==================== design 1
### Met1 routing, design 1

Cells faint in the background.
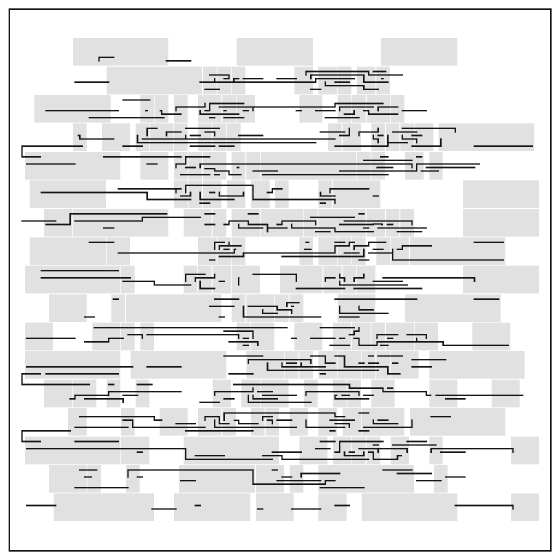

<file path="src/rtl/sim_seq_pkg.sv">
// Shared types and defaults for the simulation-run sequencer.
// Holds the state encoding, default parameter values and the dump-window compare.
package sim_seq_pkg;

   typedef enum logic [2:0] {
      ST_IDLE     = 3'd0,
      ST_RST_HOLD = 3'd1,
      ST_RUN      = 3'd2,
      ST_DRAIN    = 3'd3,
      ST_DONE     = 3'd4
   } seq_state_t;

   localparam int DEF_CYC_W        = 8;
   localparam int DEF_RST_CYCLES   = 2;
   localparam int DEF_RUN_CYCLES   = 15;
   localparam int DEF_DRAIN_CYCLES = 2;
   localparam int DEF_DUMP_START   = 0;
   localparam int DEF_DUMP_STOP    = 15;

   // Half-open window [lo, hi): the stop value is the first count with the dump closed.
   function automatic logic in_dump_window(input int unsigned cyc,
                                           input int unsigned lo,
                                           input int unsigned hi);
      return (cyc >= lo) && (cyc < hi);
   endfunction

endpackage

</file>
<file path="src/rtl/sim_phase_timer.sv">
// Loadable down-counter used to time the reset-hold and drain phases.
// Load has priority over decrement; the count stops at zero.
module sim_phase_timer #(
   parameter int W = 2
) (
   input  logic         clk,
   input  logic         rst,
   input  logic         load,
   input  logic [W-1:0] load_val,
   input  logic         en,
   output logic         zero
);

   logic [W-1:0] count;

   always_ff @(posedge clk or posedge rst) begin
      if (rst) begin
         count <= '0;
      end else if (load) begin
         count <= load_val;
      end else if (en && (count != '0)) begin
         count <= count - 1'b1;
      end
   end

   assign zero = (count == '0);

endmodule

</file>
<file path="src/rtl/sim_run_sequencer.sv">
// Controller that holds a DUT in reset, runs it for a bounded cycle count,
// gates the dump window, drains and pulses finish. All outputs are registered.
module sim_run_sequencer
   import sim_seq_pkg::*;
#(
   parameter int CYC_W        = DEF_CYC_W,
   parameter int RST_CYCLES   = DEF_RST_CYCLES,
   parameter int RUN_CYCLES   = DEF_RUN_CYCLES,
   parameter int DRAIN_CYCLES = DEF_DRAIN_CYCLES,
   parameter int DUMP_START   = DEF_DUMP_START,
   parameter int DUMP_STOP    = DEF_DUMP_STOP
) (
   input  logic             clk,
   input  logic             rst,
   input  logic             start,
   input  logic             pause,
   input  logic             abort,
   output logic             dut_rst,
   output logic             run_en,
   output logic [CYC_W-1:0] cycle,
   output logic             dump_en,
   output logic             finish,
   output logic             done,
   output logic             aborted,
   output logic             busy
);

   localparam int TMR_MAX = (RST_CYCLES > DRAIN_CYCLES) ? RST_CYCLES : DRAIN_CYCLES;
   localparam int TMR_W   = (TMR_MAX < 2) ? 1 : $clog2(TMR_MAX);

   localparam logic [TMR_W-1:0] RST_LOAD   = TMR_W'(RST_CYCLES - 1);
   localparam logic [TMR_W-1:0] DRAIN_LOAD = TMR_W'((DRAIN_CYCLES > 0) ? DRAIN_CYCLES - 1 : 0);
   localparam logic [CYC_W-1:0] LAST_CYC   = CYC_W'(RUN_CYCLES - 1);

   if (RST_CYCLES < 1) begin : g_bad_rst
      $fatal(1, "sim_run_sequencer: RST_CYCLES must be >= 1");
   end
   if ((RUN_CYCLES < 1) || (RUN_CYCLES > (1 << CYC_W) - 1)) begin : g_bad_run
      $fatal(1, "sim_run_sequencer: RUN_CYCLES out of range for CYC_W");
   end
   if (DRAIN_CYCLES < 0) begin : g_bad_drain
      $fatal(1, "sim_run_sequencer: DRAIN_CYCLES must be >= 0");
   end
   if ((DUMP_START < 0) || (DUMP_START > DUMP_STOP) || (DUMP_STOP > RUN_CYCLES)) begin : g_bad_dump
      $fatal(1, "sim_run_sequencer: need 0 <= DUMP_START <= DUMP_STOP <= RUN_CYCLES");
   end

   seq_state_t       state, next_state;
   logic [CYC_W-1:0] next_cycle;
   logic             next_finish, next_done, next_aborted;
   logic             next_dut_rst, next_run_en, next_dump_en, next_busy;
   logic             tmr_load, tmr_en, tmr_zero;
   logic [TMR_W-1:0] tmr_load_val;

   sim_phase_timer #(.W(TMR_W)) u_timer (
      .clk      (clk),
      .rst      (rst),
      .load     (tmr_load),
      .load_val (tmr_load_val),
      .en       (tmr_en),
      .zero     (tmr_zero)
   );

   always_ff @(posedge clk or posedge rst) begin
      if (rst) begin
         state   <= ST_IDLE;
         cycle   <= '0;
         dut_rst <= 1'b1;
         run_en  <= 1'b0;
         dump_en <= 1'b0;
         finish  <= 1'b0;
         done    <= 1'b0;
         aborted <= 1'b0;
         busy    <= 1'b0;
      end else begin
         state   <= next_state;
         cycle   <= next_cycle;
         dut_rst <= next_dut_rst;
         run_en  <= next_run_en;
         dump_en <= next_dump_en;
         finish  <= next_finish;
         done    <= next_done;
         aborted <= next_aborted;
         busy    <= next_busy;
      end
   end

   // Abort outranks pause, the phase timer and the terminal count in every active state.
   always_comb begin
      next_state   = state;
      next_cycle   = cycle;
      next_finish  = 1'b0;
      next_done    = done;
      next_aborted = aborted;
      tmr_load     = 1'b0;
      tmr_load_val = RST_LOAD;
      tmr_en       = 1'b0;

      case (state)
         ST_IDLE, ST_DONE: begin
            if (start) begin
               next_state   = ST_RST_HOLD;
               next_cycle   = '0;
               next_done    = 1'b0;
               next_aborted = 1'b0;
               tmr_load     = 1'b1;
               tmr_load_val = RST_LOAD;
            end
         end
         ST_RST_HOLD: begin
            if (abort) begin
               next_state   = ST_DONE;
               next_finish  = 1'b1;
               next_done    = 1'b1;
               next_aborted = 1'b1;
            end else if (tmr_zero) begin
               next_state = ST_RUN;
            end else begin
               tmr_en = 1'b1;
            end
         end
         ST_RUN: begin
            if (abort) begin
               next_state   = ST_DONE;
               next_finish  = 1'b1;
               next_done    = 1'b1;
               next_aborted = 1'b1;
            end else if (!pause) begin
               next_cycle = cycle + 1'b1;
               if (cycle == LAST_CYC) begin
                  if (DRAIN_CYCLES == 0) begin
                     next_state  = ST_DONE;
                     next_finish = 1'b1;
                     next_done   = 1'b1;
                  end else begin
                     next_state   = ST_DRAIN;
                     tmr_load     = 1'b1;
                     tmr_load_val = DRAIN_LOAD;
                  end
               end
            end
         end
         ST_DRAIN: begin
            if (abort) begin
               next_state   = ST_DONE;
               next_finish  = 1'b1;
               next_done    = 1'b1;
               next_aborted = 1'b1;
            end else if (tmr_zero) begin
               next_state  = ST_DONE;
               next_finish = 1'b1;
               next_done   = 1'b1;
            end else begin
               tmr_en = 1'b1;
            end
         end
         default: begin
            next_state = ST_IDLE;
         end
      endcase
   end

   // Outputs are derived from the next state so the registered values line up with state.
   always_comb begin
      next_dut_rst = (next_state == ST_IDLE) || (next_state == ST_RST_HOLD);
      next_run_en  = (next_state == ST_RUN) && !pause;
      next_dump_en = (next_state == ST_RUN) &&
                     in_dump_window(32'(next_cycle), DUMP_START, DUMP_STOP);
      next_busy    = (next_state == ST_RST_HOLD) || (next_state == ST_RUN) ||
                     (next_state == ST_DRAIN);
   end

endmodule
</file>
<file path="config.mk">
export PLATFORM = sky130hd
export DESIGN_NAME = sim_run_sequencer
export DESIGN_NICKNAME = d
export VERILOG_FILES = /design/src/rtl/sim_seq_pkg.sv /design/src/rtl/sim_phase_timer.sv /design/src/rtl/sim_run_sequencer.sv
export SDC_FILE = /design/constraint.sdc
export NUM_CORES = 1
export LEC_CHECK = 0
export ABC_AREA = 1
export CORE_UTILIZATION = 45
export CTS_CLUSTER_SIZE = 10
export DETAILED_ROUTE_END_ITERATION = 6
export GPL_ROUTABILITY_DRIVEN = 0
export PLACE_DENSITY_LB_ADDON = 0.05
export SYNTH_ARGS = -nofsm -noshare
export SYNTH_HDL_FRONTEND = slang
export SYNTH_SLANG_ARGS = --single-unit
</file>
<file path="constraint.sdc">
create_clock -name clk -period 1.9 [get_ports clk]
set_clock_uncertainty 0.2 [all_clocks]
set_input_delay 0.38 -clock clk [delete_from_list [all_inputs] [get_ports clk]]
set_output_delay 0.38 -clock clk [all_outputs]
set_load 0.05 [all_outputs]
</file>
==================== design 2
**src/rtl/mmu_pkg.sv**
```systemverilog
// Shared definitions for the mmu datapath: feeder FSM states and fixed-point helpers.
// The sequencer state and the index counters both use these.
package mmu_pkg;

    typedef enum logic [2:0] {
        LOAD_A  = 3'd0,
        LOAD_B  = 3'd1,
        COMPUTE = 3'd2,
        CAPTURE = 3'd3,
        RESULT  = 3'd4
    } feeder_state_t;

    localparam int DEFAULT_FIXED_PNT = 8;
    localparam int ONE = 1 << DEFAULT_FIXED_PNT;

    function automatic int fixedOne(input int fixedPnt);
        return 1 << fixedPnt;
    endfunction

    // Index counters never drop below one bit, so a dimension of 1 still gets a usable register.
    function automatic int idxWidth(input int n);
        return (n > 2) ? $clog2(n) : 1;
    endfunction

endpackage

```
**src/rtl/mat_deser_cnt.sv**
```systemverilog
// Row-major row/col index counter for deserialising one matrix.
// It wraps to 0 after the last element and flags the first and last positions.
module mat_deser_cnt
    import mmu_pkg::*;
#(
    parameter  int ROWS  = 1,
    parameter  int COLS  = 1,
    localparam int ROW_W = idxWidth(ROWS),
    localparam int COL_W = idxWidth(COLS)
) (
    input  logic             clk,
    input  logic             rst_n,
    input  logic             adv_i,
    output logic [ROW_W-1:0] row_o,
    output logic [COL_W-1:0] col_o,
    output logic             first_o,
    output logic             last_o
);

    logic [ROW_W-1:0] row_q, row_d;
    logic [COL_W-1:0] col_q, col_d;

    always_comb begin
        row_d = row_q;
        col_d = col_q;
        if (adv_i) begin
            if (col_q == COL_W'(COLS - 1)) begin
                col_d = '0;
                row_d = (row_q == ROW_W'(ROWS - 1)) ? '0 : row_q + ROW_W'(1);
            end else begin
                col_d = col_q + COL_W'(1);
            end
        end
    end

    always_ff @(posedge clk) begin
        if (!rst_n) begin
            row_q <= '0;
            col_q <= '0;
        end else begin
            row_q <= row_d;
            col_q <= col_d;
        end
    end

    assign row_o   = row_q;
    assign col_o   = col_q;
    assign first_o = (row_q == '0) && (col_q == '0);
    assign last_o  = (row_q == ROW_W'(ROWS - 1)) && (col_q == COL_W'(COLS - 1));

endmodule

```
**src/rtl/mmu_feeder.sv**
```systemverilog
// Sequencer in front of the mmu: loads A and B from an element stream, runs the mmu,
// captures its result into the accumulator and presents that as the result matrix.
module mmu_feeder
    import mmu_pkg::*;
#(
    parameter int NUM_ROWS_A = 1,
    parameter int NUM_COLS_A = 1,
    parameter int NUM_COLS_B = 1,
    parameter int DATA_WIDTH = 16,
    parameter int FIXED_PNT  = 8
) (
    input  logic                                                  clk,
    input  logic                                                  rst_n,
    input  logic                                                  in_valid,
    output logic                                                  in_ready,
    input  logic [DATA_WIDTH-1:0]                                 in_data,
    input  logic                                                  accum_en,
    output logic                                                  mmu_enable,
    output logic [NUM_ROWS_A-1:0][NUM_COLS_A-1:0][DATA_WIDTH-1:0] mmu_mat_in1,
    output logic [NUM_COLS_A-1:0][NUM_COLS_B-1:0][DATA_WIDTH-1:0] mmu_mat_in2,
    output logic [NUM_ROWS_A-1:0][NUM_COLS_B-1:0][DATA_WIDTH-1:0] mmu_mat_in_accum,
    input  logic                                                  mmu_data_ready,
    input  logic [NUM_ROWS_A-1:0][NUM_COLS_B-1:0][DATA_WIDTH-1:0] mmu_mat_out,
    output logic                                                  res_valid,
    input  logic                                                  res_ready,
    output logic [NUM_ROWS_A-1:0][NUM_COLS_B-1:0][DATA_WIDTH-1:0] res_mat
);

    localparam int AR_W = idxWidth(NUM_ROWS_A);
    localparam int AC_W = idxWidth(NUM_COLS_A);
    localparam int BR_W = idxWidth(NUM_COLS_A);
    localparam int BC_W = idxWidth(NUM_COLS_B);

    feeder_state_t state_q, state_d;
    logic [NUM_ROWS_A-1:0][NUM_COLS_A-1:0][DATA_WIDTH-1:0] aMat_q, aMat_d;
    logic [NUM_COLS_A-1:0][NUM_COLS_B-1:0][DATA_WIDTH-1:0] bMat_q, bMat_d;
    logic [NUM_ROWS_A-1:0][NUM_COLS_B-1:0][DATA_WIDTH-1:0] accum_q, accum_d;

    logic [AR_W-1:0] aRow;
    logic [AC_W-1:0] aCol;
    logic [BR_W-1:0] bRow;
    logic [BC_W-1:0] bCol;
    logic            aFirst, aLast, bFirst, bLast;
    logic            beat, aAdv, bAdv;

    assign in_ready = (state_q == LOAD_A) || (state_q == LOAD_B);
    assign beat     = in_valid && in_ready;
    assign aAdv     = beat && (state_q == LOAD_A);
    assign bAdv     = beat && (state_q == LOAD_B);

    mat_deser_cnt #(.ROWS(NUM_ROWS_A), .COLS(NUM_COLS_A)) uACnt (
        .clk     (clk),
        .rst_n   (rst_n),
        .adv_i   (aAdv),
        .row_o   (aRow),
        .col_o   (aCol),
        .first_o (aFirst),
        .last_o  (aLast)
    );

    mat_deser_cnt #(.ROWS(NUM_COLS_A), .COLS(NUM_COLS_B)) uBCnt (
        .clk     (clk),
        .rst_n   (rst_n),
        .adv_i   (bAdv),
        .row_o   (bRow),
        .col_o   (bCol),
        .first_o (bFirst),
        .last_o  (bLast)
    );

    // Operand and accumulator registers only move while loading or capturing, so they hold through COMPUTE.
    always_comb begin
        state_d = state_q;
        aMat_d  = aMat_q;
        bMat_d  = bMat_q;
        accum_d = accum_q;
        case (state_q)
            LOAD_A: begin
                if (aAdv) begin
                    for (int r = 0; r < NUM_ROWS_A; r++)
                        for (int c = 0; c < NUM_COLS_A; c++)
                            if (aRow == AR_W'(r) && aCol == AC_W'(c))
                                aMat_d[r][c] = in_data;
                    if (aFirst && !accum_en)
                        accum_d = '0;
                    if (aLast)
                        state_d = LOAD_B;
                end
            end
            LOAD_B: begin
                if (bAdv) begin
                    for (int r = 0; r < NUM_COLS_A; r++)
                        for (int c = 0; c < NUM_COLS_B; c++)
                            if (bRow == BR_W'(r) && bCol == BC_W'(c))
                                bMat_d[r][c] = in_data;
                    if (bLast)
                        state_d = COMPUTE;
                end
            end
            COMPUTE: begin
                if (mmu_data_ready)
                    state_d = CAPTURE;
            end
            // The mmu result settles the cycle after its ready pulse, which is this state.
            CAPTURE: begin
                accum_d = mmu_mat_out;
                state_d = RESULT;
            end
            RESULT: begin
                if (res_ready)
                    state_d = LOAD_A;
            end
            default: state_d = LOAD_A;
        endcase
    end

    always_ff @(posedge clk) begin
        if (!rst_n) begin
            state_q <= LOAD_A;
            aMat_q  <= '0;
            bMat_q  <= '0;
            accum_q <= '0;
        end else begin
            state_q <= state_d;
            aMat_q  <= aMat_d;
            bMat_q  <= bMat_d;
            accum_q <= accum_d;
        end
    end

    assign mmu_enable       = (state_q == COMPUTE);
    assign res_valid        = (state_q == RESULT);
    assign mmu_mat_in1      = aMat_q;
    assign mmu_mat_in2      = bMat_q;
    assign mmu_mat_in_accum = accum_q;
    assign res_mat          = accum_q;

endmodule

```
**config.mk**
```make
export PLATFORM = sky130hd
export DESIGN_NAME = mmu_feeder
export DESIGN_NICKNAME = d
export VERILOG_FILES = /design/src/rtl/mmu_pkg.sv /design/src/rtl/mat_deser_cnt.sv /design/src/rtl/mmu_feeder.sv
export SDC_FILE = /design/constraint.sdc
export NUM_CORES = 1
export LEC_CHECK = 0
export CORE_MARGIN = 3
export CORE_UTILIZATION = 33
export CTS_BUF_LIST = sky130_fd_sc_hd__clkbuf_2
export DETAILED_ROUTE_END_ITERATION = 8
export GPL_ROUTABILITY_DRIVEN = 0
export PLACE_DENSITY = 0.66
export SLEW_MARGIN = 20
export SYNTH_ARGS = -nofsm -noshare
export SYNTH_HDL_FRONTEND = slang
export SYNTH_SLANG_ARGS = --single-unit
```
**constraint.sdc**
```tcl
create_clock -name clk -period 1.95 [get_ports clk]
set_input_delay 0.195 -clock clk [delete_from_list [all_inputs] [get_ports clk]]
set_output_delay 0.195 -clock clk [all_outputs]
set_load 0.02 [all_outputs]
```
==================== design 3
--- src/rtl/coffee_brewer.sv ---
// coffee_brewer: brew sequencer downstream of the payment controller.
// Drives cup drop, grinder, heater and pump from a single phase down-counter,
// acknowledges with coffee_ready / cup_out, and latches a fault on water loss.
//
//   state    | meaning
//   ---------+------------------------------------------------------------
//   S_IDLE   | waiting for a rising edge on prepare_coffee
//   S_DROP   | one-cycle cup release pulse
//   S_GRIND  | grinder on for GRIND_CYC cycles
//   S_HEAT   | heater-only pre-heat for HEAT_CYC cycles
//   S_PUMP   | pump + heater for PUMP_CYC cycles
//   S_READY  | one-cycle coffee_ready pulse
//   S_REMOVE | waiting for REMOVE_CYC consecutive cycles without a cup
//   S_FAULT  | water lost; actuators off until water back and request low
module coffee_brewer #(
  parameter int GRIND_CYC  = 8,
  parameter int HEAT_CYC   = 16,
  parameter int PUMP_CYC   = 24,
  parameter int REMOVE_CYC = 4
) (
  input  logic clk4m,
  input  logic rst,
  input  logic prepare_coffee,
  input  logic water_ok,
  input  logic cup_present,
  output logic cup_drop,
  output logic grinder,
  output logic heater,
  output logic pump,
  output logic coffee_ready,
  output logic cup_out,
  output logic busy,
  output logic fault
);

  localparam int MAX_GH  = (GRIND_CYC > HEAT_CYC) ? GRIND_CYC : HEAT_CYC;
  localparam int MAX_PR  = (PUMP_CYC > REMOVE_CYC) ? PUMP_CYC : REMOVE_CYC;
  localparam int MAX_CYC = (MAX_GH > MAX_PR) ? MAX_GH : MAX_PR;
  localparam int CW      = $clog2(MAX_CYC + 1);

  localparam logic [CW-1:0] GRIND_LD  = CW'(GRIND_CYC - 1);
  localparam logic [CW-1:0] HEAT_LD   = CW'(HEAT_CYC - 1);
  localparam logic [CW-1:0] PUMP_LD   = CW'(PUMP_CYC - 1);
  localparam logic [CW-1:0] REMOVE_LD = CW'(REMOVE_CYC - 1);
  localparam logic [CW-1:0] CNT_ONE   = CW'(1);

  typedef enum logic [2:0] {
    S_IDLE,
    S_DROP,
    S_GRIND,
    S_HEAT,
    S_PUMP,
    S_READY,
    S_REMOVE,
    S_FAULT
  } state_t;

  state_t        state_q, state_d;
  logic [CW-1:0] cnt_q, cnt_d;
  logic          prep_q;
  logic          cup_out_q, cup_out_d;
  logic          start;
  logic          cnt_zero;

  // prep_q resets high so a request held through reset is not seen as an edge
  assign start    = prepare_coffee & ~prep_q;
  assign cnt_zero = (cnt_q == '0);

  // State, phase counter, request history and cup_out pulse registers
  always_ff @(posedge clk4m) begin
    if (rst) begin
      state_q   <= S_IDLE;
      cnt_q     <= '0;
      prep_q    <= 1'b1;
      cup_out_q <= 1'b0;
    end else begin
      state_q   <= state_d;
      cnt_q     <= cnt_d;
      prep_q    <= prepare_coffee;
      cup_out_q <= cup_out_d;
    end
  end

  // Next-state and counter load/decrement; water loss outranks phase expiry
  always_comb begin
    state_d   = state_q;
    cnt_d     = cnt_q;
    cup_out_d = 1'b0;
    case (state_q)
      S_IDLE: begin
        cnt_d = '0;
        if (start) begin
          state_d = water_ok ? S_DROP : S_FAULT;
        end
      end
      S_DROP: begin
        state_d = S_GRIND;
        cnt_d   = GRIND_LD;
      end
      S_GRIND: begin
        if (cnt_zero) begin
          state_d = S_HEAT;
          cnt_d   = HEAT_LD;
        end else begin
          cnt_d = cnt_q - CNT_ONE;
        end
      end
      S_HEAT: begin
        if (!water_ok) begin
          state_d = S_FAULT;
          cnt_d   = '0;
        end else if (cnt_zero) begin
          state_d = S_PUMP;
          cnt_d   = PUMP_LD;
        end else begin
          cnt_d = cnt_q - CNT_ONE;
        end
      end
      S_PUMP: begin
        if (!water_ok) begin
          state_d = S_FAULT;
          cnt_d   = '0;
        end else if (cnt_zero) begin
          state_d = S_READY;
          cnt_d   = '0;
        end else begin
          cnt_d = cnt_q - CNT_ONE;
        end
      end
      S_READY: begin
        state_d = S_REMOVE;
        cnt_d   = REMOVE_LD;
      end
      S_REMOVE: begin
        if (cup_present) begin
          cnt_d = REMOVE_LD;
        end else if (cnt_zero) begin
          state_d   = S_IDLE;
          cnt_d     = '0;
          cup_out_d = 1'b1;
        end else begin
          cnt_d = cnt_q - CNT_ONE;
        end
      end
      S_FAULT: begin
        cnt_d = '0;
        if (water_ok && !prepare_coffee) begin
          state_d = S_IDLE;
        end
      end
      default: begin
        state_d = S_IDLE;
        cnt_d   = '0;
      end
    endcase
  end

  assign cup_drop     = (state_q == S_DROP);
  assign grinder      = (state_q == S_GRIND);
  assign heater       = (state_q == S_HEAT) || (state_q == S_PUMP);
  assign pump         = (state_q == S_PUMP);
  assign coffee_ready = (state_q == S_READY);
  assign cup_out      = cup_out_q;
  assign busy         = (state_q != S_IDLE);
  assign fault        = (state_q == S_FAULT);

endmodule

--- config.mk ---
export PLATFORM = sky130hd
export DESIGN_NAME = coffee_brewer
export DESIGN_NICKNAME = d
export VERILOG_FILES = /design/src/rtl/coffee_brewer.sv
export SDC_FILE = /design/constraint.sdc
export NUM_CORES = 1
export LEC_CHECK = 0
export ABC_AREA = 1
export CAP_MARGIN = 20
export CORE_MARGIN = 2
export CORE_UTILIZATION = 42
export CTS_CLUSTER_SIZE = 14
export DETAILED_ROUTE_END_ITERATION = 10
export HOLD_SLACK_MARGIN = 0.08
export PLACE_DENSITY = 0.67
export SLEW_MARGIN = 0
export SYNTH_ARGS = -nofsm -noshare
export SYNTH_HDL_FRONTEND = slang
export SYNTH_SLANG_ARGS = --single-unit
--- constraint.sdc ---
create_clock -name clk4m -period 1.6 [get_ports clk4m]
set_clock_uncertainty 0.2 [all_clocks]
set_input_delay 0.32 -clock clk4m [delete_from_list [all_inputs] [get_ports clk4m]]
set_output_delay 0.32 -clock clk4m [all_outputs]
set_load 0.05 [all_outputs]
### M2 wires, design 1

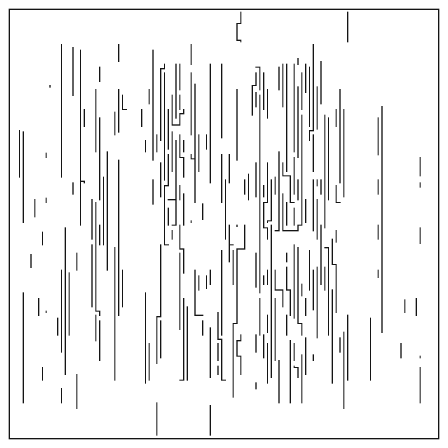
wire length on this layer: 1140 um
longest straight run: 27.2 um
share of all routed wire: 48%
nets with wire on the layer: 139
main direction: vertical

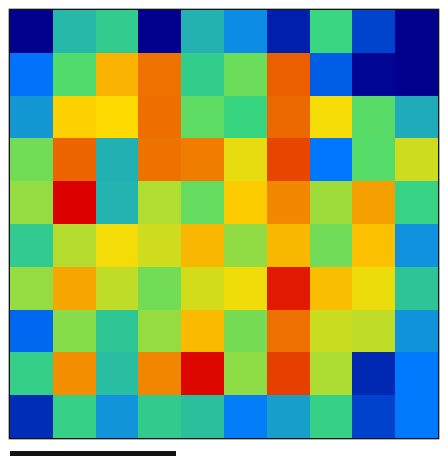
*Placement density heat map, design 1*
Bar = 20 um. 10 x 10 tiles, from dark blue (low) to red (high), 0 to 100% covered.
fullest tile: 100%
tiles over 75% full: 27%
nearly empty tiles: 5.0%
densest ninth of the die: middle
emptiest ninth of the die: top right
mean over tiles: 55%
CORE AREA: 0.002276 mm^2
fp util: 48.65%
post-layout util: 65.92%

About 'Met1 routing' of design 1:
wire length on this layer: 1110 um
nets with wire on the layer: 162
final WL: 2381 um
via count: 1008
met1 Use GR: 29.23%

==> out/metrics.cfg, design 1 <==
[power_and_ir_drop]
pwr-share-seq_pct = 36.2
pg_comb_uw = 870
power_leakage_nw = 0.7811
irDropWorstVdd_mv = 0.9692
powerSeq_uw = 612

[worst_setup_path]
cp_top_family = simple AND/OR/NAND/NOR gates
crit_path_frequent_cell = nand2_1
critPathMaxFanout = 6
critPathKind = in -> reg
endpoint = dump_en
startpoint = abort
start_kind = input pin
worstRegToRegCells = 10

[clocking]
clockBufferDepth = 2
cts_num_sinks = 19
cts_setup_buffers = 0
cts_resized = 0

[final_layout]
comb_area_um2 = 528.0
clk_share_pct = 1.751
regArea_um2 = 476.7
nFillCells = 188
clkbuf_count = 4
seq_cell_count = 19
area.share.sequential_pct = 31.78

[global_route]
busiest_layer = met2
grt_pass1_vias = 945
grt_max_degree = 13
gr-usage-all-layers_pct = 21.28
use_met3_pct = 3.509

[timing]
max-slew-margin-rel_pct = 78.61
hold_ws_ns = 0.1142
fin_setup_tns_ns = 0
finalMaxSlewViolations = 0
rsz0062_at_grt = no

[outcome]
status = finished, final reports clean

[die]
boundaryPins = 20
dieArea_mm2 = 0.002663
rows = 17

[synthesis]
async_flop_share_pct = 100.0
synthMostInstantiatedCell = nand2_1
ys_cells = 146
syn_avg_cell_area_um2 = 7.584
yosys.area.top_type = dfrtp_1
ys_sh_xor_pct = 0
synthDistinctLibCells = 22
synth.area.top_cells = dfrtp_1, nand2_1, nand3_1
synthTopCellsByCount = nand2_1, dfrtp_1, inv_1, nand3_1, nor2_1

[routing]
drt_first_iter_violations = 18
met2WireLength_um = 1138
ant_nets = 0
wl_per_cell_um = 11.56
dr.pass1.iters = 4

[place]
dp_hpwl_um = 1878
dpl-instance-area_mm2 = 0.001464

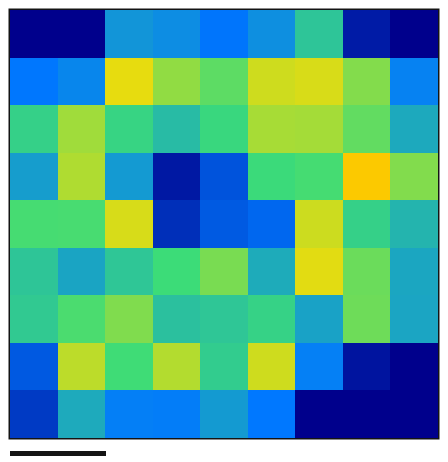
*Placement density heat map, design 2*
Bar = 20 um. 9 x 9 tiles, from dark blue (low) to red (high), 0 to 100% covered.
emptiest ninth of the die: bottom right
tiles over 75% full: 1.2%
densest ninth of the die: right middle
mean over tiles: 40%
nearly empty tiles: 8.6%
fullest tile: 77%

==> out/metrics.cfg, design 2 <==
[power_and_ir_drop]
pwr_density_cell_mw_per_mm2 = 624.9
p_total_mw = 2.072
irDropWorstVdd_mv = 0.3441

[routing]
vias_per_cell = 4.716
dr.pass1.iters = 4

[synthesis]
synth.area.top_cells = dfxtp_1, nand2_1, a21boi_0
netlist_logic_family_top = simple AND/OR/NAND/NOR gates
top_cell_area_share_pct = 44.30
edf_count = 0
synthTopCellsByCount = dfxtp_1, nand2_1, nand3_1
syn_nets = 289
ys_cells = 251
aoi_share_pct = 21.28

[final_layout]
drive_above_1_share_pct = 12.61
design_area_mm2 = 0.003316
regArea_mm2 = 0.001025
layout_top_cell = clkdlybuf4s50_1
comb_area_mm2 = 0.001026
layout.cells.non_filler = 426
seq_cell_count = 51
logic_gates = 162
clk_share_pct = 1.321

[outcome]
status = finished, final reports clean

[place]
dpl-instance-area_mm2 = 0.003272
dp_cells = 418

[die]
rows = 29
boundaryPins = 105
fp_util_pct = 35.09

[timing]
rsz0062_at_grt = no
fmax_mhz = 562.4
finalHoldViolations = 0
skew_ns = 0.01629

[global_route]
grt_overflow = 0
grt.met2_usage_pct = 24.07
busiest_layer = met2
antenna_found_initial = 0

[worst_setup_path]
critPathKind = reg -> out
endpoint = res_valid

[clocking]
worstSkewPairLatency_ns = 0.42
cts_setup_buffers = 0

[run]
warnings = 26

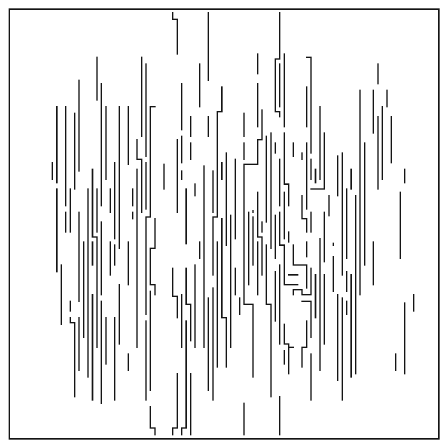
*M2 wires, design 3*
longest straight run: 21.1 um
nets with wire on the layer: 124
via count: 763
final WL: 1902 um
met2 Track Usage GR: 39.12%

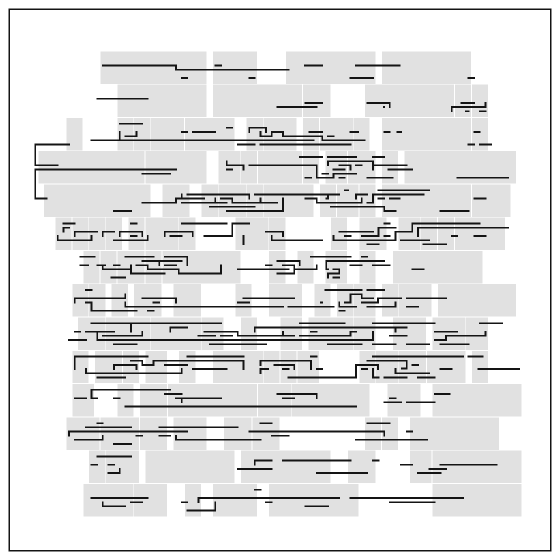
*Met1 routing, design 3*
Cells faint in the background.
wire length on this layer: 752 um
nets with wire on the layer: 134
main direction: horizontal
share of all routed wire: 40%
longest straight run: 22.5 um
met1 Use GR: 24.19%

==> out/metrics.cfg, design 3 <==
[routing]
met2WireLength_um = 1052
drt_first_iter_violations = 12
wl_met3_um = 86
vias_per_cell = 5.020

[synthesis]
async_flop_share_pct = 0
synthDistinctLibCells = 21
ys_sh_xor_pct = 2.588
ys_area_um2 = 676.9
synth.area.top_cells = dfxtp_1, nand2_1, nor2_1
syn_inst = 108

[final_layout]
largest_register_ffs = 5
area.share.sequential_pct = 18.72
synthToLayoutAreaGrowth_pct = 66.91
largest_cell_class = combinational gates
nonClockInverterCount = 20
layout.nets = 143

[timing]
layout_setup_ws_ns = -0.05876
period_used_pct = 103.7
rsz0062_at_grt = yes
finalMaxSlewViolations = 0
setup_violations = 6

[hold_path]
hp-class = reg -> reg

[power_and_ir_drop]
pg_clk_uw = 229
irDropWorstVdd_mv = 1.195
powerSeq_uw = 473

[die]
core-area_mm2 = 0.001506
rows = 14
die_w_um = 44.15

[clocking]
htreeDepth = 1
cts_tree = yes

[worst_setup_path]
cp.required_ns = 1.08
path_buffers = 3
critPathMaxFanout = 6
startpoint = state_q[0]

[outcome]
violations = negative setup slack
status = finished, violations left

[place]
port_buffers = 12


==> notes/layouts.md <==
Pictures saved along the way, in no particular order.

Routing congestion map.
panel A
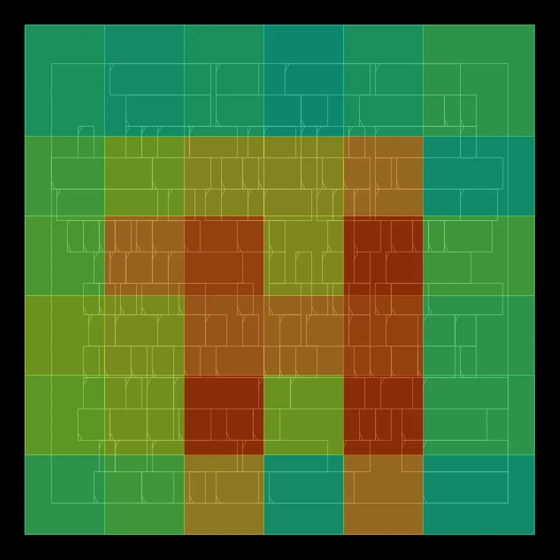
panel B
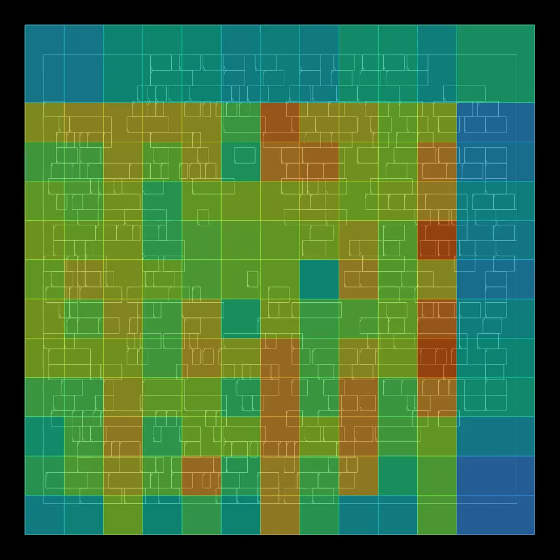
panel C
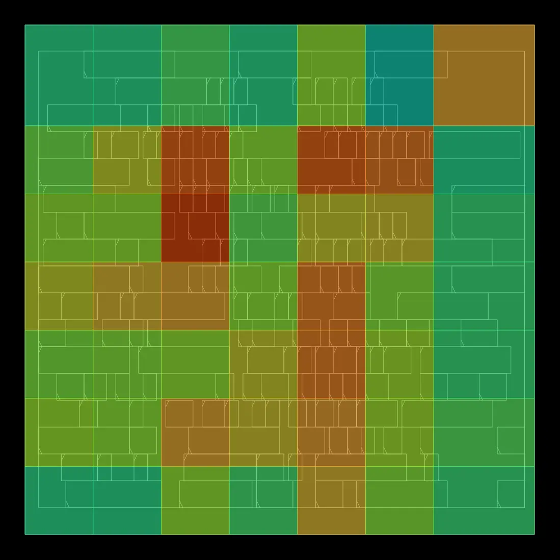
The one with the lowest track usage is panel B.
The one with the lowest utilization is panel B.
panel B: design 2
panel C: design 1
panel A: design 3


==================== design 4
### Cells by drive strength, design 4

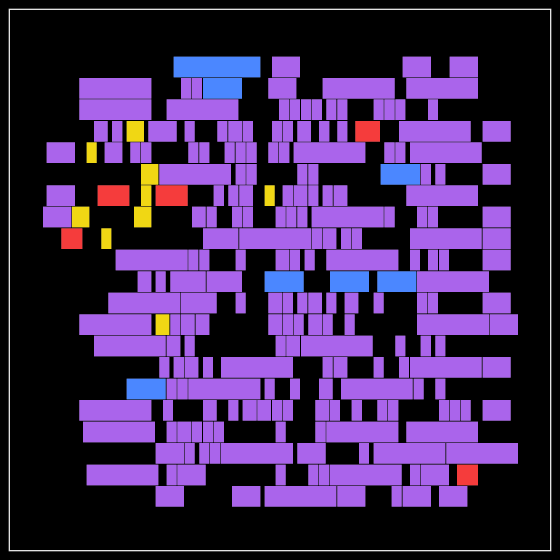

## src/rtl/tdm_pkg.sv

```systemverilog
// Shared definitions for the nibble TDM link: default geometry, receiver FSM
// states and the even-parity helper used by both ends of the link.
package tdm_pkg;

  localparam int unsigned TDM_SLOTS = 4;
  localparam int unsigned TDM_W     = 4;

  typedef enum logic {
    HUNT = 1'b0,
    RECV = 1'b1
  } tdm_state_e;

  // Zero-extension does not change even parity, so callers widen to 32 bits.
  function automatic logic tdm_parity(input logic [31:0] d);
    return ^d;
  endfunction

endpackage

```

## src/rtl/tdm_nibble_rx.sv

```systemverilog
// Nibble TDM receiver: reassembles SLOTS beats into a shadow register and
// commits whole frames to led. Optional parity checking via TDM_RX_PARITY_EN.
module tdm_nibble_rx
  import tdm_pkg::*;
#(
  parameter int unsigned SLOTS = TDM_SLOTS,
  parameter int unsigned W     = TDM_W
) (
  input  logic               clk,
  input  logic               reset,
  input  logic               en,
  input  logic               rx_valid,
  input  logic               rx_sof,
  input  logic [W-1:0]       rx_data,
`ifdef TDM_RX_PARITY_EN
  input  logic               rx_par,
`endif
  output logic               rx_ready,
  output logic [SLOTS*W-1:0] led,
  output logic               frame_done,
  output logic               err
);

  localparam int unsigned CW = (SLOTS > 1) ? $clog2(SLOTS) : 1;

  tdm_state_e         state_q, state_d;
  logic [CW-1:0]      cnt_q, cnt_d;
  logic [SLOTS*W-1:0] shadow_q, shadow_d;
  logic [SLOTS*W-1:0] led_q, led_d;
  logic               frame_done_q, frame_done_d;
  logic               err_q, err_d;
  logic               accept;
  logic               par_err;

  assign rx_ready = en;
  assign accept   = rx_valid && en;

`ifdef TDM_RX_PARITY_EN
  assign par_err = (rx_par != tdm_parity(32'(rx_data)));
`else
  assign par_err = 1'b0;
`endif

  always_comb begin
    state_d      = state_q;
    cnt_d        = cnt_q;
    shadow_d     = shadow_q;
    led_d        = led_q;
    frame_done_d = 1'b0;
    err_d        = 1'b0;

    if (accept) begin
      // A bad-parity beat only matters if it would have been taken; dropped
      // HUNT beats stay silent.
      if (par_err && (rx_sof || state_q == RECV)) begin
        err_d    = 1'b1;
        state_d  = HUNT;
        cnt_d    = '0;
        shadow_d = '0;
      end else if (state_q == HUNT) begin
        if (rx_sof) begin
          shadow_d          = '0;
          shadow_d[W-1:0]   = rx_data;
          cnt_d             = CW'(1);
          state_d           = RECV;
        end
      end else if (rx_sof) begin
        err_d           = 1'b1;
        shadow_d        = '0;
        shadow_d[W-1:0] = rx_data;
        cnt_d           = CW'(1);
      end else begin
        for (int unsigned i = 0; i < SLOTS; i++) begin
          if (cnt_q == CW'(i)) shadow_d[i*W +: W] = rx_data;
        end
        if (cnt_q == CW'(SLOTS - 1)) begin
          led_d        = shadow_d;
          frame_done_d = 1'b1;
          cnt_d        = '0;
          state_d      = HUNT;
        end else begin
          cnt_d = cnt_q + 1'b1;
        end
      end
    end
  end

  always_ff @(posedge clk or posedge reset) begin
    if (reset) begin
      state_q      <= HUNT;
      cnt_q        <= '0;
      shadow_q     <= '0;
      led_q        <= '0;
      frame_done_q <= 1'b0;
      err_q        <= 1'b0;
    end else begin
      state_q      <= state_d;
      cnt_q        <= cnt_d;
      shadow_q     <= shadow_d;
      led_q        <= led_d;
      frame_done_q <= frame_done_d;
      err_q        <= err_d;
    end
  end

  assign led        = led_q;
  assign frame_done = frame_done_q;
  assign err        = err_q;

endmodule

```

## config.mk

```make
export PLATFORM = sky130hd
export DESIGN_NAME = tdm_nibble_rx
export DESIGN_NICKNAME = d
export VERILOG_FILES = /design/src/rtl/tdm_pkg.sv /design/src/rtl/tdm_nibble_rx.sv
export SDC_FILE = /design/constraint.sdc
export NUM_CORES = 1
export LEC_CHECK = 0
export ABC_AREA = 1
export CAP_MARGIN = 20
export CORE_MARGIN = 4
export CORE_UTILIZATION = 45
export DETAILED_ROUTE_END_ITERATION = 8
export PLACE_DENSITY = 0.7
export SLEW_MARGIN = 20
export SYNTH_ARGS = -nofsm -noshare
export SYNTH_HDL_FRONTEND = slang
export SYNTH_SLANG_ARGS = --single-unit
```

## constraint.sdc

```tcl
create_clock -name clk -period 3.98 [get_ports clk]
set_input_delay 0.597 -clock clk [delete_from_list [all_inputs] [get_ports clk]]
set_output_delay 0.597 -clock clk [all_outputs]
set_load 0.1 [all_outputs]
```

==================== design 5
--- src/rtl/ifid_hazard_reg_if.sv ---
// Front-end bundle between fetch, the IF/ID register and the decode stage.
// The master drives fetch/ID-EX/control inputs; the slave (IF/ID register) drives the rest.
interface ifid_hazard_reg_if #(
    parameter int STALL_CNT_W = 16
);
    logic [31:0]            instrIFIn;
    logic [31:0]            PCPlus4In;
    logic                   IDEXMemRead;
    logic [4:0]             IDEXRt;
    logic                   FlushIn;
    logic                   HoldIn;
    logic [31:0]            instrIFIDOut;
    logic [31:0]            PCIFIDOut;
    logic                   ValidOut;
    logic                   PCWrite;
    logic                   BubbleOut;
    logic [STALL_CNT_W-1:0] StallCnt;
    logic [1:0]             dbg_state;

    modport master (
        output instrIFIn, PCPlus4In, IDEXMemRead, IDEXRt, FlushIn, HoldIn,
        input  instrIFIDOut, PCIFIDOut, ValidOut, PCWrite, BubbleOut, StallCnt, dbg_state
    );

    modport slave (
        input  instrIFIn, PCPlus4In, IDEXMemRead, IDEXRt, FlushIn, HoldIn,
        output instrIFIDOut, PCIFIDOut, ValidOut, PCWrite, BubbleOut, StallCnt, dbg_state
    );
endinterface

--- src/rtl/ifid_hazard_reg.sv ---
// IF/ID pipeline register with load-use stall, flush, external hold and a
// saturating stall counter. Priority per cycle: rst > flush > hold > load-use > advance.
module ifid_hazard_reg #(
    parameter int STALL_CNT_W = 16
) (
    input logic              clk,
    input logic              rst,
    ifid_hazard_reg_if.slave bus
);
    typedef enum logic [1:0] {
        ST_RUN     = 2'd0,
        ST_LUSTALL = 2'd1,
        ST_HOLD    = 2'd2
    } state_t;

    state_t                 r_state;
    state_t                 w_state_nxt;
    logic [31:0]            r_instr;
    logic [31:0]            r_pc;
    logic                   r_valid;
    logic [STALL_CNT_W-1:0] r_stall_cnt;
    logic [4:0]             w_rs;
    logic [4:0]             w_rt;
    logic                   w_lu;
    logic                   w_pc_write;
    logic                   w_bubble;

    // Hazard check uses only the registered slot; a flushed slot never stalls.
    assign w_rs = r_instr[25:21];
    assign w_rt = r_instr[20:16];
    assign w_lu = r_valid && bus.IDEXMemRead && (bus.IDEXRt != 5'd0) &&
                  ((bus.IDEXRt == w_rs) || (bus.IDEXRt == w_rt));

    always_ff @(posedge clk) begin
        if (rst) begin
            r_state <= ST_RUN;
        end else begin
            r_state <= w_state_nxt;
        end
    end

    always_comb begin
        w_state_nxt = ST_RUN;
        if (bus.FlushIn) begin
            w_state_nxt = ST_RUN;
        end else if (bus.HoldIn) begin
            w_state_nxt = ST_HOLD;
        end else if (w_lu) begin
            w_state_nxt = ST_LUSTALL;
        end
    end

    always_comb begin
        w_pc_write = 1'b1;
        w_bubble   = 1'b0;
        if (bus.FlushIn) begin
            w_pc_write = 1'b1;
        end else if (bus.HoldIn) begin
            w_pc_write = 1'b0;
        end else if (w_lu) begin
            w_pc_write = 1'b0;
            w_bubble   = 1'b1;
        end
    end

    always_ff @(posedge clk) begin
        if (rst) begin
            r_instr     <= 32'd0;
            r_pc        <= 32'd0;
            r_valid     <= 1'b0;
            r_stall_cnt <= '0;
        end else if (bus.FlushIn) begin
            r_instr <= 32'd0;
            r_pc    <= bus.PCPlus4In;
            r_valid <= 1'b0;
        end else if (bus.HoldIn) begin
            r_instr <= r_instr;
        end else if (w_lu) begin
            if (r_stall_cnt != '1) begin
                r_stall_cnt <= r_stall_cnt + {{(STALL_CNT_W-1){1'b0}}, 1'b1};
            end
        end else begin
            r_instr <= bus.instrIFIn;
            r_pc    <= bus.PCPlus4In;
            r_valid <= 1'b1;
        end
    end

    assign bus.instrIFIDOut = r_instr;
    assign bus.PCIFIDOut    = r_pc;
    assign bus.ValidOut     = r_valid;
    assign bus.PCWrite      = w_pc_write;
    assign bus.BubbleOut    = w_bubble;
    assign bus.StallCnt     = r_stall_cnt;
    assign bus.dbg_state    = r_state;
endmodule

--- src/flat_wrapper.sv ---
// flat-port wrapper written by rule: the top's interface ports become plain ports
module ifid_hazard_reg_flat 
#(
    parameter int STALL_CNT_W = 16
)
  (clk, rst, bus_instrIFIn, bus_PCPlus4In, bus_IDEXMemRead, bus_IDEXRt, bus_FlushIn, bus_HoldIn, bus_instrIFIDOut, bus_PCIFIDOut, bus_ValidOut, bus_PCWrite, bus_BubbleOut, bus_StallCnt, bus_dbg_state);
  ifid_hazard_reg_if #(.STALL_CNT_W(STALL_CNT_W)) bus_i ();
  input logic clk;
  input logic rst;
  input wire logic [$bits(bus_i.instrIFIn)-1:0] bus_instrIFIn;
  input wire logic [$bits(bus_i.PCPlus4In)-1:0] bus_PCPlus4In;
  input wire logic [$bits(bus_i.IDEXMemRead)-1:0] bus_IDEXMemRead;
  input wire logic [$bits(bus_i.IDEXRt)-1:0] bus_IDEXRt;
  input wire logic [$bits(bus_i.FlushIn)-1:0] bus_FlushIn;
  input wire logic [$bits(bus_i.HoldIn)-1:0] bus_HoldIn;
  output wire logic [$bits(bus_i.instrIFIDOut)-1:0] bus_instrIFIDOut;
  output wire logic [$bits(bus_i.PCIFIDOut)-1:0] bus_PCIFIDOut;
  output wire logic [$bits(bus_i.ValidOut)-1:0] bus_ValidOut;
  output wire logic [$bits(bus_i.PCWrite)-1:0] bus_PCWrite;
  output wire logic [$bits(bus_i.BubbleOut)-1:0] bus_BubbleOut;
  output wire logic [$bits(bus_i.StallCnt)-1:0] bus_StallCnt;
  output wire logic [$bits(bus_i.dbg_state)-1:0] bus_dbg_state;
  assign bus_i.instrIFIn = bus_instrIFIn;
  assign bus_i.PCPlus4In = bus_PCPlus4In;
  assign bus_i.IDEXMemRead = bus_IDEXMemRead;
  assign bus_i.IDEXRt = bus_IDEXRt;
  assign bus_i.FlushIn = bus_FlushIn;
  assign bus_i.HoldIn = bus_HoldIn;
  assign bus_instrIFIDOut = bus_i.instrIFIDOut;
  assign bus_PCIFIDOut = bus_i.PCIFIDOut;
  assign bus_ValidOut = bus_i.ValidOut;
  assign bus_PCWrite = bus_i.PCWrite;
  assign bus_BubbleOut = bus_i.BubbleOut;
  assign bus_StallCnt = bus_i.StallCnt;
  assign bus_dbg_state = bus_i.dbg_state;
  ifid_hazard_reg #(.STALL_CNT_W(STALL_CNT_W)) u_core (.clk(clk), .rst(rst), .bus(bus_i));
endmodule
--- config.mk ---
export PLATFORM = sky130hd
export DESIGN_NAME = ifid_hazard_reg_flat
export DESIGN_NICKNAME = d
export VERILOG_FILES = /design/src/rtl/ifid_hazard_reg_if.sv /design/src/rtl/ifid_hazard_reg.sv /design/src/flat_wrapper.sv
export SDC_FILE = /design/constraint.sdc
export NUM_CORES = 1
export LEC_CHECK = 0
export ABC_AREA = 1
export CORE_MARGIN = 5
export CORE_UTILIZATION = 42
export DETAILED_ROUTE_END_ITERATION = 6
export PLACE_DENSITY = 0.81
export SETUP_SLACK_MARGIN = 0.4
export SLEW_MARGIN = 10
export SYNTH_ARGS = -nofsm -noshare
export SYNTH_HDL_FRONTEND = slang
export SYNTH_SLANG_ARGS = --single-unit
--- constraint.sdc ---
create_clock -name clk -period 2.4 [get_ports clk]
set_input_delay 0.72 -clock clk [delete_from_list [all_inputs] [get_ports clk]]
set_output_delay 0.72 -clock clk [all_outputs]
set_load 0.01 [all_outputs]
### Met1 routing, design 5

Cells faint in the background.
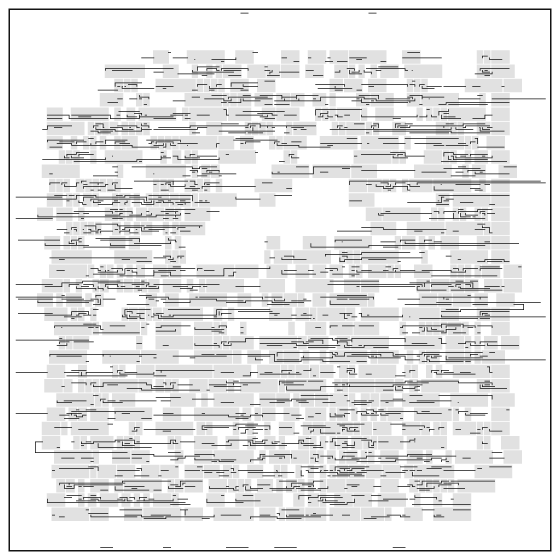
main direction: horizontal
wire length on this layer: 4450 um
longest straight run: 36.3 um

==> out/metrics.cfg, design 5 <==
[hold_path]
hp-class = reg -> reg
min_path_cells = 2

[synthesis]
synthTopCellsByCount = nor2_1, nand2_1, dfxtp_1
postSynthSeqShare_pct = 45.95
syn_area_mm2 = 0.003616
yosys_most_used_dff = dfxtp_1

[clocking]
cts_root_buf = clkbuf_8

[final_layout]
layout.nets = 771
layout.cells.non_filler = 806
regArea_mm2 = 0.001679
clk_share_pct = 3.674
nonClockInverterCount = 35

[die]
core-area_mm2 = 0.008299

[timing]
layout_setup_ws_ns = 0.1056
skew_ns = 0.01391
finalMaxSlewViolations = 0
finalHoldViolations = 0

[worst_setup_path]
cp_cell_sequence = buf_8 > inv_4 > nand2_2 > nand2_1 > nor2_1 > nand3_1 > nand2_2 > nand2_4 > nor2_4 > buf_6
worstRegToRegCells = 14
critPathKind = in -> out

[outcome]
status = finished, final reports clean

[routing]
wl_per_cell_um = 13.89

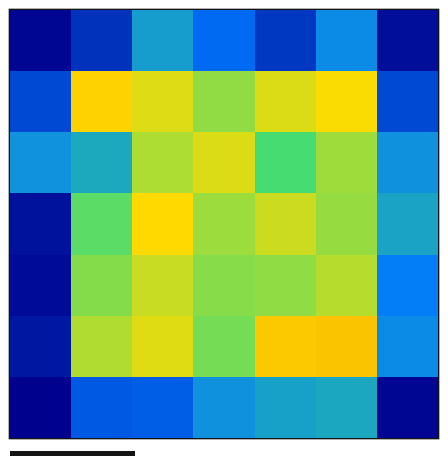
*Placement density heat map, design 4*
Bar = 20 um. 7 x 7 tiles, from dark blue (low) to red (high), 0 to 100% covered.
mean over tiles: 42%
fullest tile: 78%
tiles over 75% full: 8.2%
nearly empty tiles: 6.1%
densest ninth of the die: middle
fp util: 47.69%
post-layout util: 59.14%

Notes on 'Cells by drive strength' of design 4 above:
[_6 and larger] blue | cells: 7 | share: 3.0%
[_2 cells] yellow | cells: 9 | share: 3.9%
[_3 and _4 cells] red | cells: 5 | share: 2.1%
[_0 and _1 cells] purple | cells: 212 | share: 91%
fin worst setup slack: 1.599 ns
area delta synth->final: 24.01%
count of non-CTS buffers in the layout: 28

==> out/metrics.cfg, design 4 <==
[outcome]
status = finished, final reports clean

[place]
dp_hpwl_um = 2235

[synthesis]
synthMostInstantiatedCell = nand2_1
ys_area_mm2 = 0.001642
synthMuxAreaShare_pct = 0
adder_share_pct = 3.049

[timing]
setup_violations = 0
finalMaxSlewViolations = 0
fin_setup_tns_ns = 0
fin_crit_ns = 2.381
hold_ws_ns = 0.4764

[global_route]
grt_pass1_wl_um = 5637
grt_pass1_vias = 1277
grt_overflow = 0
antenna_found_initial = 0

[worst_setup_path]
cp_top_family = buffers and inverters
endpoint = led[8]
cp-end-kind = output pin
arrival_ns = 1.78

[clocking]
clk_pin_slew_worst_paths_ns = 0.07
cts_buffers = 5
cts_root_buf = clkbuf_8
cts_num_sinks = 35

[hold_path]
hp-class = reg -> reg
min_path_cells = 2

[routing]
topRoutingLayerUsed = met4
drc = 0
routed_wl_um = 3137
vias_per_cell = 4.663

[run]
warnings = 29

[die]
die-height_um = 68.40
die_w_um = 68.40

[final_layout]
largest_register_ffs = 16
largest_cell_class = flip-flops and latches
most-common-layout-cells = nand2_1, dfrtp_1, clkdlybuf4s50_1, inv_1, o21ai_0
layout_top_cell = nand2_1



## Gallery

M2 wires.
shot_01.png
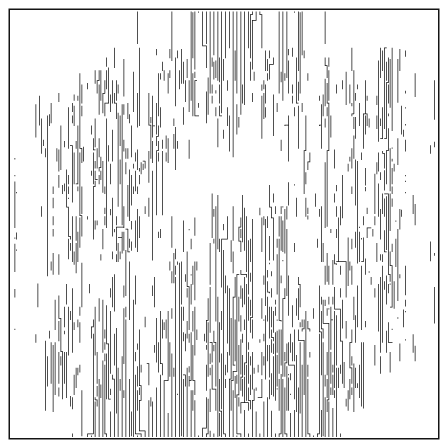
shot_02.png
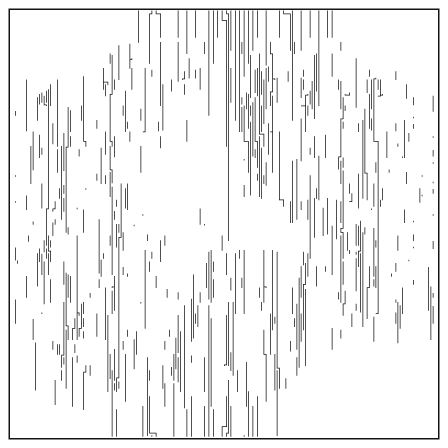
shot_03.png
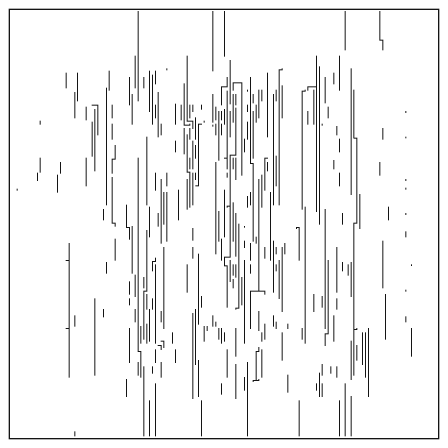
- design 5 = shot_01.png
- design 4 = shot_03.png
- design 2 = shot_02.png

Key to shot_03.png:
longest straight run: 30.9 um
main direction: vertical

No activity file was given, so power comes from the tool's default toggle rates.
